######## countdown_timer ########
[config.mk]
export PLATFORM = sky130hd
export DESIGN_NAME = countdown_timer
export DESIGN_NICKNAME = d
export VERILOG_FILES = /design/src/rtl/countdown_timer.sv
export SDC_FILE = /design/constraint.sdc
export NUM_CORES = 1
export LEC_CHECK = 0
export ABC_AREA = 1
export CAP_MARGIN = 20
export CORE_UTILIZATION = 50
export CTS_CLUSTER_DIAMETER = 30
export DETAILED_ROUTE_END_ITERATION = 8
export GPL_TIMING_DRIVEN = 0
export PLACE_DENSITY_LB_ADDON = 0.15
export SLEW_MARGIN = 25
export SYNTH_ARGS = -nofsm -noshare
export SYNTH_HDL_FRONTEND = slang
export SYNTH_SLANG_ARGS = --single-unit
[constraint.sdc]
create_clock -name clock_100mhz -period 1.9 [get_ports clock_100mhz]
set_clock_uncertainty 0.2 [all_clocks]
set_input_delay 0.19 -clock clock_100mhz [delete_from_list [all_inputs] [get_ports clock_100mhz]]
set_output_delay 0.19 -clock clock_100mhz [all_outputs]
set_load 0.005 [all_outputs]
[src/rtl/countdown_timer.sv]
// -----------------------------------------------------------------------------
// countdown_timer
//
// Purpose:
//   Bounds how long the core may run freely. Counts rising edges of core_clock
//   (sampled as data in the clock_100mhz domain) against a programmable target
//   and raises countdown_timed_up once the target is exhausted. Clock control
//   holds the timer idle through countdown_reset while in manual mode.
//
// Parameters:
//   WIDTH          width of the target register and remaining counter
//   DEFAULT_COUNT  target value after reset; 0 disables the timer
//
// Ports:
//   clock_100mhz        in   system clock, all state on its rising edge
//   reset_n             in   asynchronous active-low reset
//   countdown_reset     in   level; high holds the timer idle, clears expiry
//   core_clock          in   core clock sampled as data; rising edges counted
//   load_strobe         in   one-cycle write strobe for the target register
//   load_value          in   new target, captured when load_strobe is high
//   countdown_timed_up  out  registered; high while EXPIRED
//   cycles_remaining    out  registered remaining count
//   timer_armed         out  registered; high while ARMED
//
// Build option:
//   COUNTDOWN_EDGE_SYNC_EN  when defined, core_clock passes through a 2-flop
//                           synchronizer ahead of the edge detector (adds two
//                           cycles of decrement latency). Leave undefined when
//                           core_clock comes from a clock_100mhz register.
// -----------------------------------------------------------------------------
module countdown_timer #(
    parameter int               WIDTH         = 32,
    parameter logic [WIDTH-1:0] DEFAULT_COUNT = '0
) (
    input  logic             clock_100mhz,
    input  logic             reset_n,
    input  logic             countdown_reset,
    input  logic             core_clock,
    input  logic             load_strobe,
    input  logic [WIDTH-1:0] load_value,
    output logic             countdown_timed_up,
    output logic [WIDTH-1:0] cycles_remaining,
    output logic             timer_armed
);

    // One-hot so each status output is a single flop bit (glitch-free).
    typedef enum logic [2:0] {
        ST_IDLE    = 3'b001,
        ST_ARMED   = 3'b010,
        ST_EXPIRED = 3'b100
    } state_t;

    state_t           state_q, state_d;
    logic [WIDTH-1:0] target_q, target_d;
    logic [WIDTH-1:0] cnt_q, cnt_d;
    logic             core_prev_q, core_prev_d;
    logic             core_sample;
    logic             core_edge;
    logic             last_step;

    // ------------------------------------------------------------------
    // core_clock sampling and edge detection
    // ------------------------------------------------------------------
`ifdef COUNTDOWN_EDGE_SYNC_EN
    logic [1:0] sync_q, sync_d;

    always_comb begin
        sync_d = {sync_q[0], core_clock};
    end

    always_ff @(posedge clock_100mhz or negedge reset_n) begin
        if (!reset_n) begin
            sync_q <= 2'b00;
        end else begin
            sync_q <= sync_d;
        end
    end

    assign core_sample = sync_q[1];
`else
    // core_clock already lives in this domain; only the history flop is needed.
    assign core_sample = core_clock;
`endif

    always_comb begin
        core_prev_d = core_sample;
    end

    // A constant-high core_clock never produces an edge.
    assign core_edge = core_sample & ~core_prev_q;

    // The decrement that reaches zero is the expiring one.
    assign last_step = (cnt_q == WIDTH'(1));

    // ------------------------------------------------------------------
    // FSM: state register
    // ------------------------------------------------------------------
    always_ff @(posedge clock_100mhz or negedge reset_n) begin
        if (!reset_n) begin
            state_q <= ST_IDLE;
        end else begin
            state_q <= state_d;
        end
    end

    // ------------------------------------------------------------------
    // FSM: next-state logic. countdown_reset outranks edges and expiry.
    // ------------------------------------------------------------------
    always_comb begin
        state_d = state_q;
        unique case (state_q)
            ST_IDLE: begin
                if (!countdown_reset && (target_q != '0)) begin
                    state_d = ST_ARMED;
                end
            end
            ST_ARMED: begin
                if (countdown_reset) begin
                    state_d = ST_IDLE;
                end else if (core_edge && last_step) begin
                    state_d = ST_EXPIRED;
                end
            end
            ST_EXPIRED: begin
                if (countdown_reset) begin
                    state_d = ST_IDLE;
                end
            end
            default: state_d = ST_IDLE;
        endcase
    end

    // ------------------------------------------------------------------
    // FSM: outputs decoded straight from the one-hot state flops
    // ------------------------------------------------------------------
    always_comb begin
        countdown_timed_up = state_q[2];
        timer_armed        = state_q[1];
    end

    // ------------------------------------------------------------------
    // Datapath: target register and remaining counter
    // ------------------------------------------------------------------
    always_comb begin
        // A write never disturbs a run in progress; IDLE reloads from the
        // current (pre-write) target, so the new value shows up next cycle.
        target_d = load_strobe ? load_value : target_q;

        cnt_d = cnt_q;
        unique case (state_q)
            ST_IDLE: begin
                cnt_d = target_q;
            end
            ST_ARMED: begin
                if (!countdown_reset && core_edge) begin
                    cnt_d = last_step ? '0 : (cnt_q - WIDTH'(1));
                end
            end
            ST_EXPIRED: begin
                cnt_d = cnt_q;
            end
            default: cnt_d = '0;
        endcase
    end

    always_ff @(posedge clock_100mhz or negedge reset_n) begin
        if (!reset_n) begin
            target_q    <= DEFAULT_COUNT;
            cnt_q       <= '0;
            core_prev_q <= 1'b0;
        end else begin
            target_q    <= target_d;
            cnt_q       <= cnt_d;
            core_prev_q <= core_prev_d;
        end
    end

    assign cycles_remaining = cnt_q;

endmodule

######## mskand_hpc2_sched_flat ########
===== src/rtl/mskand_pkg.sv =====
// Shared constants and helpers for the masked-AND scheduler.
package mskand_pkg;

  // Input/output latencies of the HPC2 gadget, in cycles after issue.
  localparam int LAT_A   = 0;
  localparam int LAT_B   = 1;
  localparam int LAT_OUT = 2;

  // Number of fresh random bits one HPC2 AND consumes for d shares.
  function automatic int hpc2rnd(input int d);
    return d * (d - 1) / 2;
  endfunction

endpackage


===== src/rtl/mskand_hpc2_sched_if.sv =====
// Operand, randomness and result channels of the masked-AND scheduler.
//
// Handshake: a word moves on a rising clk edge where both valid and ready
// are high. A producer holds valid and its data stable until that edge.
// in_ready/rnd_ready are combinational in in_valid & rnd_valid: the operand
// pair and the randomness word are always taken together, in one cycle.
// out_data is held stable while out_valid & !out_ready.
interface mskand_hpc2_sched_if #(
  parameter int D = 2,
  parameter int R = 1
);
  logic         in_valid;
  logic         in_ready;
  logic [D-1:0] in_a;
  logic [D-1:0] in_b;
  logic         rnd_valid;
  logic         rnd_ready;
  logic [R-1:0] rnd_in;
  logic         out_valid;
  logic         out_ready;
  logic [D-1:0] out_data;

  // Scheduler side.
  modport slave (
    input  in_valid, in_a, in_b, rnd_valid, rnd_in, out_ready,
    output in_ready, rnd_ready, out_valid, out_data
  );

  // Producer/consumer side.
  modport master (
    output in_valid, in_a, in_b, rnd_valid, rnd_in, out_ready,
    input  in_ready, rnd_ready, out_valid, out_data
  );
endinterface


===== src/rtl/mskand_sched_fifo.sv =====
// Small synchronous FIFO holding gadget results until downstream takes them.
// Head word is read straight from the storage register; empty reads as 0.
module mskand_sched_fifo #(
  parameter  int W     = 2,
  parameter  int DEPTH = 4,
  localparam int AW    = (DEPTH > 1) ? $clog2(DEPTH) : 1,
  localparam int CW    = $clog2(DEPTH + 1)
) (
  input  logic          clk,
  input  logic          rst,
  input  logic          push,
  input  logic [W-1:0]  wdata,
  input  logic          pop,
  output logic [W-1:0]  rdata,
  output logic          full,
  output logic          empty,
  output logic [CW-1:0] count
);

  logic [W-1:0]  mem [DEPTH];
  logic [AW-1:0] wr_ptr;
  logic [AW-1:0] rd_ptr;
  logic          do_push;
  logic          do_pop;

  function automatic logic [AW-1:0] next_ptr(input logic [AW-1:0] p);
    return (p == AW'(DEPTH - 1)) ? '0 : p + AW'(1);
  endfunction

  assign do_push = push & ~full;
  assign do_pop  = pop & ~empty;
  assign full    = (count == CW'(DEPTH));
  assign empty   = (count == '0);
  assign rdata   = empty ? '0 : mem[rd_ptr];

  // Storage write; contents need no reset because empty masks the head.
  always_ff @(posedge clk) begin
    if (do_push) mem[wr_ptr] <= wdata;
  end

  // Pointers and occupancy.
  always_ff @(posedge clk or posedge rst) begin
    if (rst) begin
      wr_ptr <= '0;
      rd_ptr <= '0;
      count  <= '0;
    end else begin
      if (do_push) wr_ptr <= next_ptr(wr_ptr);
      if (do_pop)  rd_ptr <= next_ptr(rd_ptr);
      case ({do_push, do_pop})
        2'b10:   count <= count + CW'(1);
        2'b01:   count <= count - CW'(1);
        default: count <= count;
      endcase
    end
  end

endmodule


===== src/rtl/mskand_hpc2_sched.sv =====
// Issue scheduler for one pipelined HPC2 masked AND gadget. Operands and
// randomness are issued together when a FIFO slot is reserved (credit), so
// results leaving the non-stallable gadget always have somewhere to land.
module mskand_hpc2_sched
  import mskand_pkg::*;
#(
  parameter int D       = 2,
  parameter int HPC2RND = hpc2rnd(D),
  parameter int ODEPTH  = 4
) (
  input  logic               clk,
  input  logic               rst,
  mskand_hpc2_sched_if.slave bus,
  output logic [D-1:0]       g_ina,
  output logic [D-1:0]       g_inb,
  output logic [HPC2RND-1:0] g_rnd,
  input  logic [D-1:0]       g_out,
  output logic               busy
);

  localparam int VDEPTH = LAT_OUT - LAT_A;
  localparam int CW     = $clog2(ODEPTH + 1);

  logic              issue;
  logic              pop;
  logic [CW-1:0]     credits;
  logic [VDEPTH-1:0] v;
  logic [D-1:0]      b_reg;
  logic              fifo_full;
  logic              fifo_empty;
  logic [CW-1:0]     fifo_count;
  logic [D-1:0]      fifo_rdata;

  // Operand and randomness are consumed together; zero credits blocks both.
  assign issue         = ~rst & bus.in_valid & bus.rnd_valid & (credits != '0);
  assign bus.in_ready  = issue;
  assign bus.rnd_ready = issue;

  // Latency-0 inputs only carry data on the issuing cycle.
  assign g_ina = issue ? bus.in_a : '0;
  assign g_rnd = issue ? bus.rnd_in : '0;
  // B reaches the gadget one cycle after its A through b_reg.
  assign g_inb = b_reg;

  assign pop           = ~fifo_empty & bus.out_ready;
  assign bus.out_valid = ~fifo_empty;
  assign bus.out_data  = fifo_rdata;
  assign busy          = (|v) | ~fifo_empty;

  // B capture on issue; held between issues.
  always_ff @(posedge clk or posedge rst) begin
    if (rst) b_reg <= '0;
    else if (issue) b_reg <= bus.in_b;
  end

  // In-flight tracking: bit k set means an op issued k+1 cycles ago.
  always_ff @(posedge clk or posedge rst) begin
    if (rst) v <= '0;
    else v <= {v[VDEPTH-2:0], issue};
  end

  // Credits = free FIFO slots not yet reserved by in-flight ops.
  always_ff @(posedge clk or posedge rst) begin
    if (rst) credits <= CW'(ODEPTH);
    else if (issue & ~pop) credits <= credits - CW'(1);
    else if (pop & ~issue) credits <= credits + CW'(1);
  end

  mskand_sched_fifo #(
    .W     (D),
    .DEPTH (ODEPTH)
  ) u_fifo (
    .clk   (clk),
    .rst   (rst),
    .push  (v[VDEPTH-1]),
    .wdata (g_out),
    .pop   (pop),
    .rdata (fifo_rdata),
    .full  (fifo_full),
    .empty (fifo_empty),
    .count (fifo_count)
  );

  // Credit bookkeeping must always account for every FIFO slot.
  always_ff @(posedge clk) begin
    if (!rst) begin
      assert (int'(credits) <= ODEPTH);
      assert (int'(credits) + int'(fifo_count) + $countones(v) == ODEPTH);
      assert (!(v[VDEPTH-1] & fifo_full));
    end
  end

endmodule


===== src/flat_wrapper.sv =====
// flat-port wrapper written by rule: the top's interface ports become plain ports
module mskand_hpc2_sched_flat import mskand_pkg::*;
#(
  parameter int D       = 2,
  parameter int HPC2RND = hpc2rnd(D),
  parameter int ODEPTH  = 4
)
  (clk, rst, g_ina, g_inb, g_rnd, g_out, busy, bus_in_valid, bus_in_a, bus_in_b, bus_rnd_valid, bus_rnd_in, bus_out_ready, bus_in_ready, bus_rnd_ready, bus_out_valid, bus_out_data);
  mskand_hpc2_sched_if #(.D(D), .R((1))) bus_i ();
  input  logic clk;
  input  logic rst;
  output logic [D-1:0] g_ina;
  output logic [D-1:0] g_inb;
  output logic [HPC2RND-1:0] g_rnd;
  input  logic [D-1:0] g_out;
  output logic busy;
  input wire logic [$bits(bus_i.in_valid)-1:0] bus_in_valid;
  input wire logic [$bits(bus_i.in_a)-1:0] bus_in_a;
  input wire logic [$bits(bus_i.in_b)-1:0] bus_in_b;
  input wire logic [$bits(bus_i.rnd_valid)-1:0] bus_rnd_valid;
  input wire logic [$bits(bus_i.rnd_in)-1:0] bus_rnd_in;
  input wire logic [$bits(bus_i.out_ready)-1:0] bus_out_ready;
  output wire logic [$bits(bus_i.in_ready)-1:0] bus_in_ready;
  output wire logic [$bits(bus_i.rnd_ready)-1:0] bus_rnd_ready;
  output wire logic [$bits(bus_i.out_valid)-1:0] bus_out_valid;
  output wire logic [$bits(bus_i.out_data)-1:0] bus_out_data;
  assign bus_i.in_valid = bus_in_valid;
  assign bus_i.in_a = bus_in_a;
  assign bus_i.in_b = bus_in_b;
  assign bus_i.rnd_valid = bus_rnd_valid;
  assign bus_i.rnd_in = bus_rnd_in;
  assign bus_i.out_ready = bus_out_ready;
  assign bus_in_ready = bus_i.in_ready;
  assign bus_rnd_ready = bus_i.rnd_ready;
  assign bus_out_valid = bus_i.out_valid;
  assign bus_out_data = bus_i.out_data;
  mskand_hpc2_sched #(.D(D), .HPC2RND(HPC2RND), .ODEPTH(ODEPTH)) u_core (.clk(clk), .rst(rst), .bus(bus_i), .g_ina(g_ina), .g_inb(g_inb), .g_rnd(g_rnd), .g_out(g_out), .busy(busy));
endmodule

===== config.mk =====
export PLATFORM = sky130hd
export DESIGN_NAME = mskand_hpc2_sched_flat
export DESIGN_NICKNAME = d
export VERILOG_FILES = /design/src/rtl/mskand_pkg.sv /design/src/rtl/mskand_hpc2_sched_if.sv /design/src/rtl/mskand_sched_fifo.sv /design/src/rtl/mskand_hpc2_sched.sv /design/src/flat_wrapper.sv
export SDC_FILE = /design/constraint.sdc
export NUM_CORES = 1
export LEC_CHECK = 0
export CAP_MARGIN = 10
export CORE_MARGIN = 2
export CORE_UTILIZATION = 33
export CTS_BUF_LIST = sky130_fd_sc_hd__clkbuf_4
export DETAILED_ROUTE_END_ITERATION = 8
export PLACE_DENSITY_LB_ADDON = 0.15
export REMOVE_ABC_BUFFERS = 1
export SYNTH_ARGS = -nofsm -noshare
export SYNTH_HDL_FRONTEND = slang
export SYNTH_SLANG_ARGS = --single-unit

===== constraint.sdc =====
create_clock -name clk -period 2.3 [get_ports clk]
set_input_delay 0.46 -clock clk [delete_from_list [all_inputs] [get_ports clk]]
set_output_delay 0.46 -clock clk [all_outputs]
set_load 0.005 [all_outputs]


==> notes/layouts.md <==
Pictures saved along the way, in no particular order.

I/O nets highlighted.
(a)
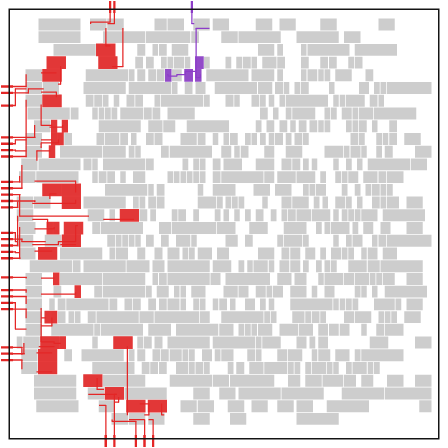
(b)
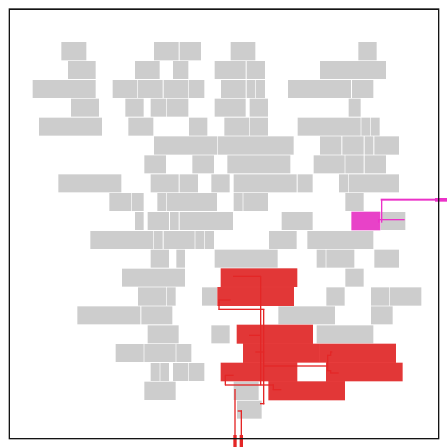
- mskand_hpc2_sched_flat = (b)
- countdown_timer = (a)
The one with the most cells is (a).

Key to (a):
- red: `load_value` (bits 32; direction input; edge 25 west, 5 south, 2 north; end cells 32; buffers 32; wire 380 microns)
- purple: `countdown_reset` (bits 1; direction input; edge north; end cells 4; buffers 1; wire 25.6 microns)

**mskand_hpc2_sched_flat: ports around the boundary**

Pins as bars across the die edge, other pins in gray.
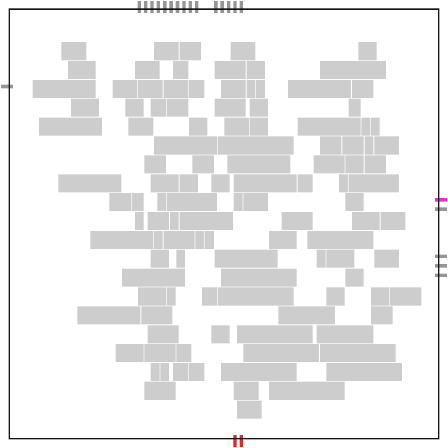
- magenta: `bus_out_ready` (pins 1; direction input; edge east)
- red: `g_out` (pins 2; direction input; edge south)

==> results.txt, mskand_hpc2_sched_flat <==
Entry: Yosys synthesis followed by OpenROAD place and route.

Outcome:
- The flow ran to the end, and the final reports show no timing, DRC or antenna violations.

Job:
- The run puts the total of max-cap violations at 0.

Drt:
- The run gives the length of routed met3 wiring as between 40 and 50 microns.
- The run puts the count of vias placed by the detailed router at approximately 680.
- For this block, the initial DRC count from the detailed router was 11.

Synth:
- For reference, the top cells by area after synthesis are dfrtp_1 30%, edfxtp_1 22%, ha_1 8.0%.
- The run puts the count of distinct cell types in the synthesized netlist at 23.
- The run gives the most instantiated library cell after synthesis as dfrtp_1.
- The run puts the proportion of register bits with asynchronous set or reset after synthesis at a little under two thirds.
- The run gives the post-synthesis share of cell area spent on and, or, nand and nor gates as 11.4%.
- The run gives the primary flip-flop cell chosen by synthesis mapping as dfrtp_1.

Die:
- For this design the top-level I/O count stands at 23.
- From bottom edge to top edge, the die measures between 60 and 70 microns.

Placement:
- The run gives the worst setup timing slack at the placement stage as -0.0703 ns.
- The run gives the number of buffers inserted by port buffering as 22.

Cells and area:
- The run gives the cell type taking the most area as sequential cells.
- The run gives the final design instance area without fill as 0.00150 sq mm.
- The run puts the sequential standard cell area at ~600 sq um.
- The run puts the share of cell area taken by flip-flops and latches at 39.6%.
- The layout summary lists the proportion of cells stronger than drive strength 1 as roughly 26%.

Critical path:
- The run gives the count of cell instances traversed by the critical path as 4.
- The run gives the slowest library cell on the worst path as mux4_2.
- The run gives the gate family responsible for the most delay along the worst path as multiplexers.

Clock tree:
- The number of clock buffers added by TritonCTS is 3.
- The run gives the maximum buffer depth of the clock tree as 2.

Min path:
- The run gives the launch point of the worst hold path as u_core.v[0].
- The run gives the number of stages on the worst hold path as 0.

Timing:
- Setup repair after global routing left no endpoint under its margin.
- The run gives the worst max-slew margin expressed relative to the limit as 63.0%.

Global route:
- The initial antenna violation count came to 0.
- For met3 alone, demand over resource in global routing was under 10%.
- The via count of the first global-routing pass came to 630.
- Per the GRT congestion report, total overflow comes to 0.
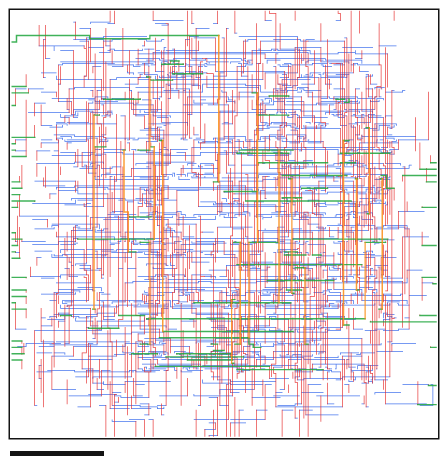
**Above:** countdown_timer (signal wires by layer).
Bar = 20 microns.
- red: M2 (wire length 5250 microns)
- orange: M4 (wire length 480 microns)
- blue: M1 (wire length 4890 microns)
- green: M3 (wire length 655 microns)

==> results.txt, countdown_timer <==
Entry: Yosys synthesis followed by OpenROAD place and route.

Cells and area:
- The run gives the portion of the layout cell area used by clock cells as 3.45%.
- The run puts the portion of the layout cell area used by non-clock buffers at 17.2%.
- The run gives the sequential standard cell area as 0.00171 sq mm.
- Registers represent a cell area share of approximately a third.
- The run puts the number of standard cells in the final layout excluding fillers at 718.
- The top cell types in the final layout, fill and taps aside, are 100 x nand2_1, 68 x clkdlybuf4s50_1, 61 x dfrtp_1, 60 x nor2_1, 57 x inv_1.
- Compared with the post-synthesis result, the final layout area differs by 32.3%.
- Leaving out fill and tap cells, the most frequent cell in the layout is nand2_1.

Synth:
- The run puts the synthesis-stage register bit count at around 68.
- Among all cell types in the netlist, the one instantiated most often is nand2_1.
- The run gives the post-synth design cell area as ~0.0040 sq mm.
- The run puts the post-synthesis share of cell area spent on and, or, nand and nor gates at roughly 28%.
- The run gives the post-synthesis share of cell area spent on xor and xnor gates as 3.06%.

Global route:
- The run gives the met2 track demand over resource as ~44%.
- The via count of the first global-routing pass is between 3000 and 4000.

Timing:
- The run gives the summed negative setup slack over all endpoints as 0 ns.
- For reference, the final report shows the hold violation count at 0.

Critical path:
- The run gives the startpoint of the worst register-to-register path as state_q[0].
- The slowest stage of the critical path belongs to the cell dfstp_2.

Pwr:
- The run gives the total design power as roughly 0.0076 W.
- The run puts the power density normalized to cell area at about 1400 mW/mm^2.
- The biggest slice of the total power is consumed by combinational cells.
- The run puts the relative contribution of the clock network to total power at between 10 and 15%.
- The internal portion of the total power is slightly above 0.004 W.

Placement:
- For this run the detailed placement stage logged an HPWL of ~8400 microns.
- Counting tap cells, the placed design contains a total of roughly 690 instances.

Die:
- Tap insertion was completed with approximately 100 tapcells.
- For this design the top-level I/O count stands at 71.

Clock tree:
- The run gives the maximum buffer depth of the clock tree as 2.
- The run gives the clock sink count as a little under 70.
- The run gives the post-cts repair resize count as 10.
- Buffers inserted to repair hold after CTS numbered 1.

Outcome:
- The run finished with clean final reports.

Drt:
- The run gives the count of vias placed by the detailed router as 3855.
- The run gives the topmost layer with routed signal wires as met4.

Job:
- The run puts the total of max-cap violations at 0.

Min path:
- In this run the worst hold path is classified as input pin to asynchronous set/reset pin.


==> notes/layouts.md <==
Pictures saved along the way, in no particular order.

Routed clock nets over the placement.
panel A
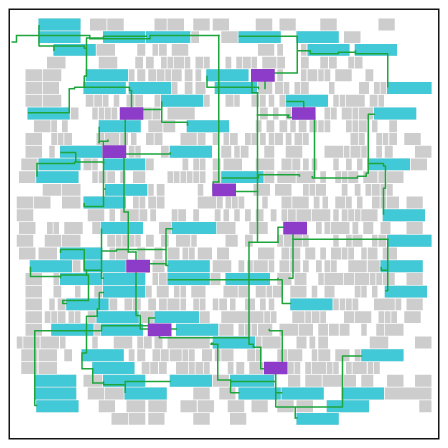
panel B
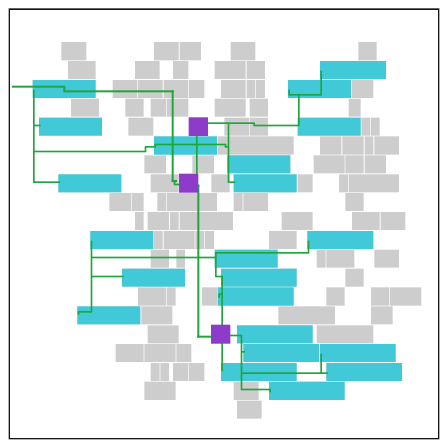
countdown_timer: panel A
mskand_hpc2_sched_flat: panel B


==> gallery <==
Cell outlines without signal wires.
picture 1
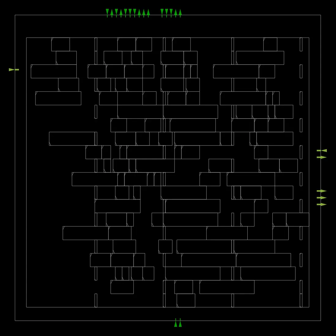
picture 2
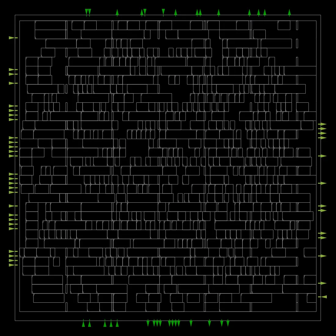
Of these, most cells: picture 2
Of these, most sequential cells: picture 2
picture 1: mskand_hpc2_sched_flat
picture 2: countdown_timer

Power and IR drop assume default switching activity.
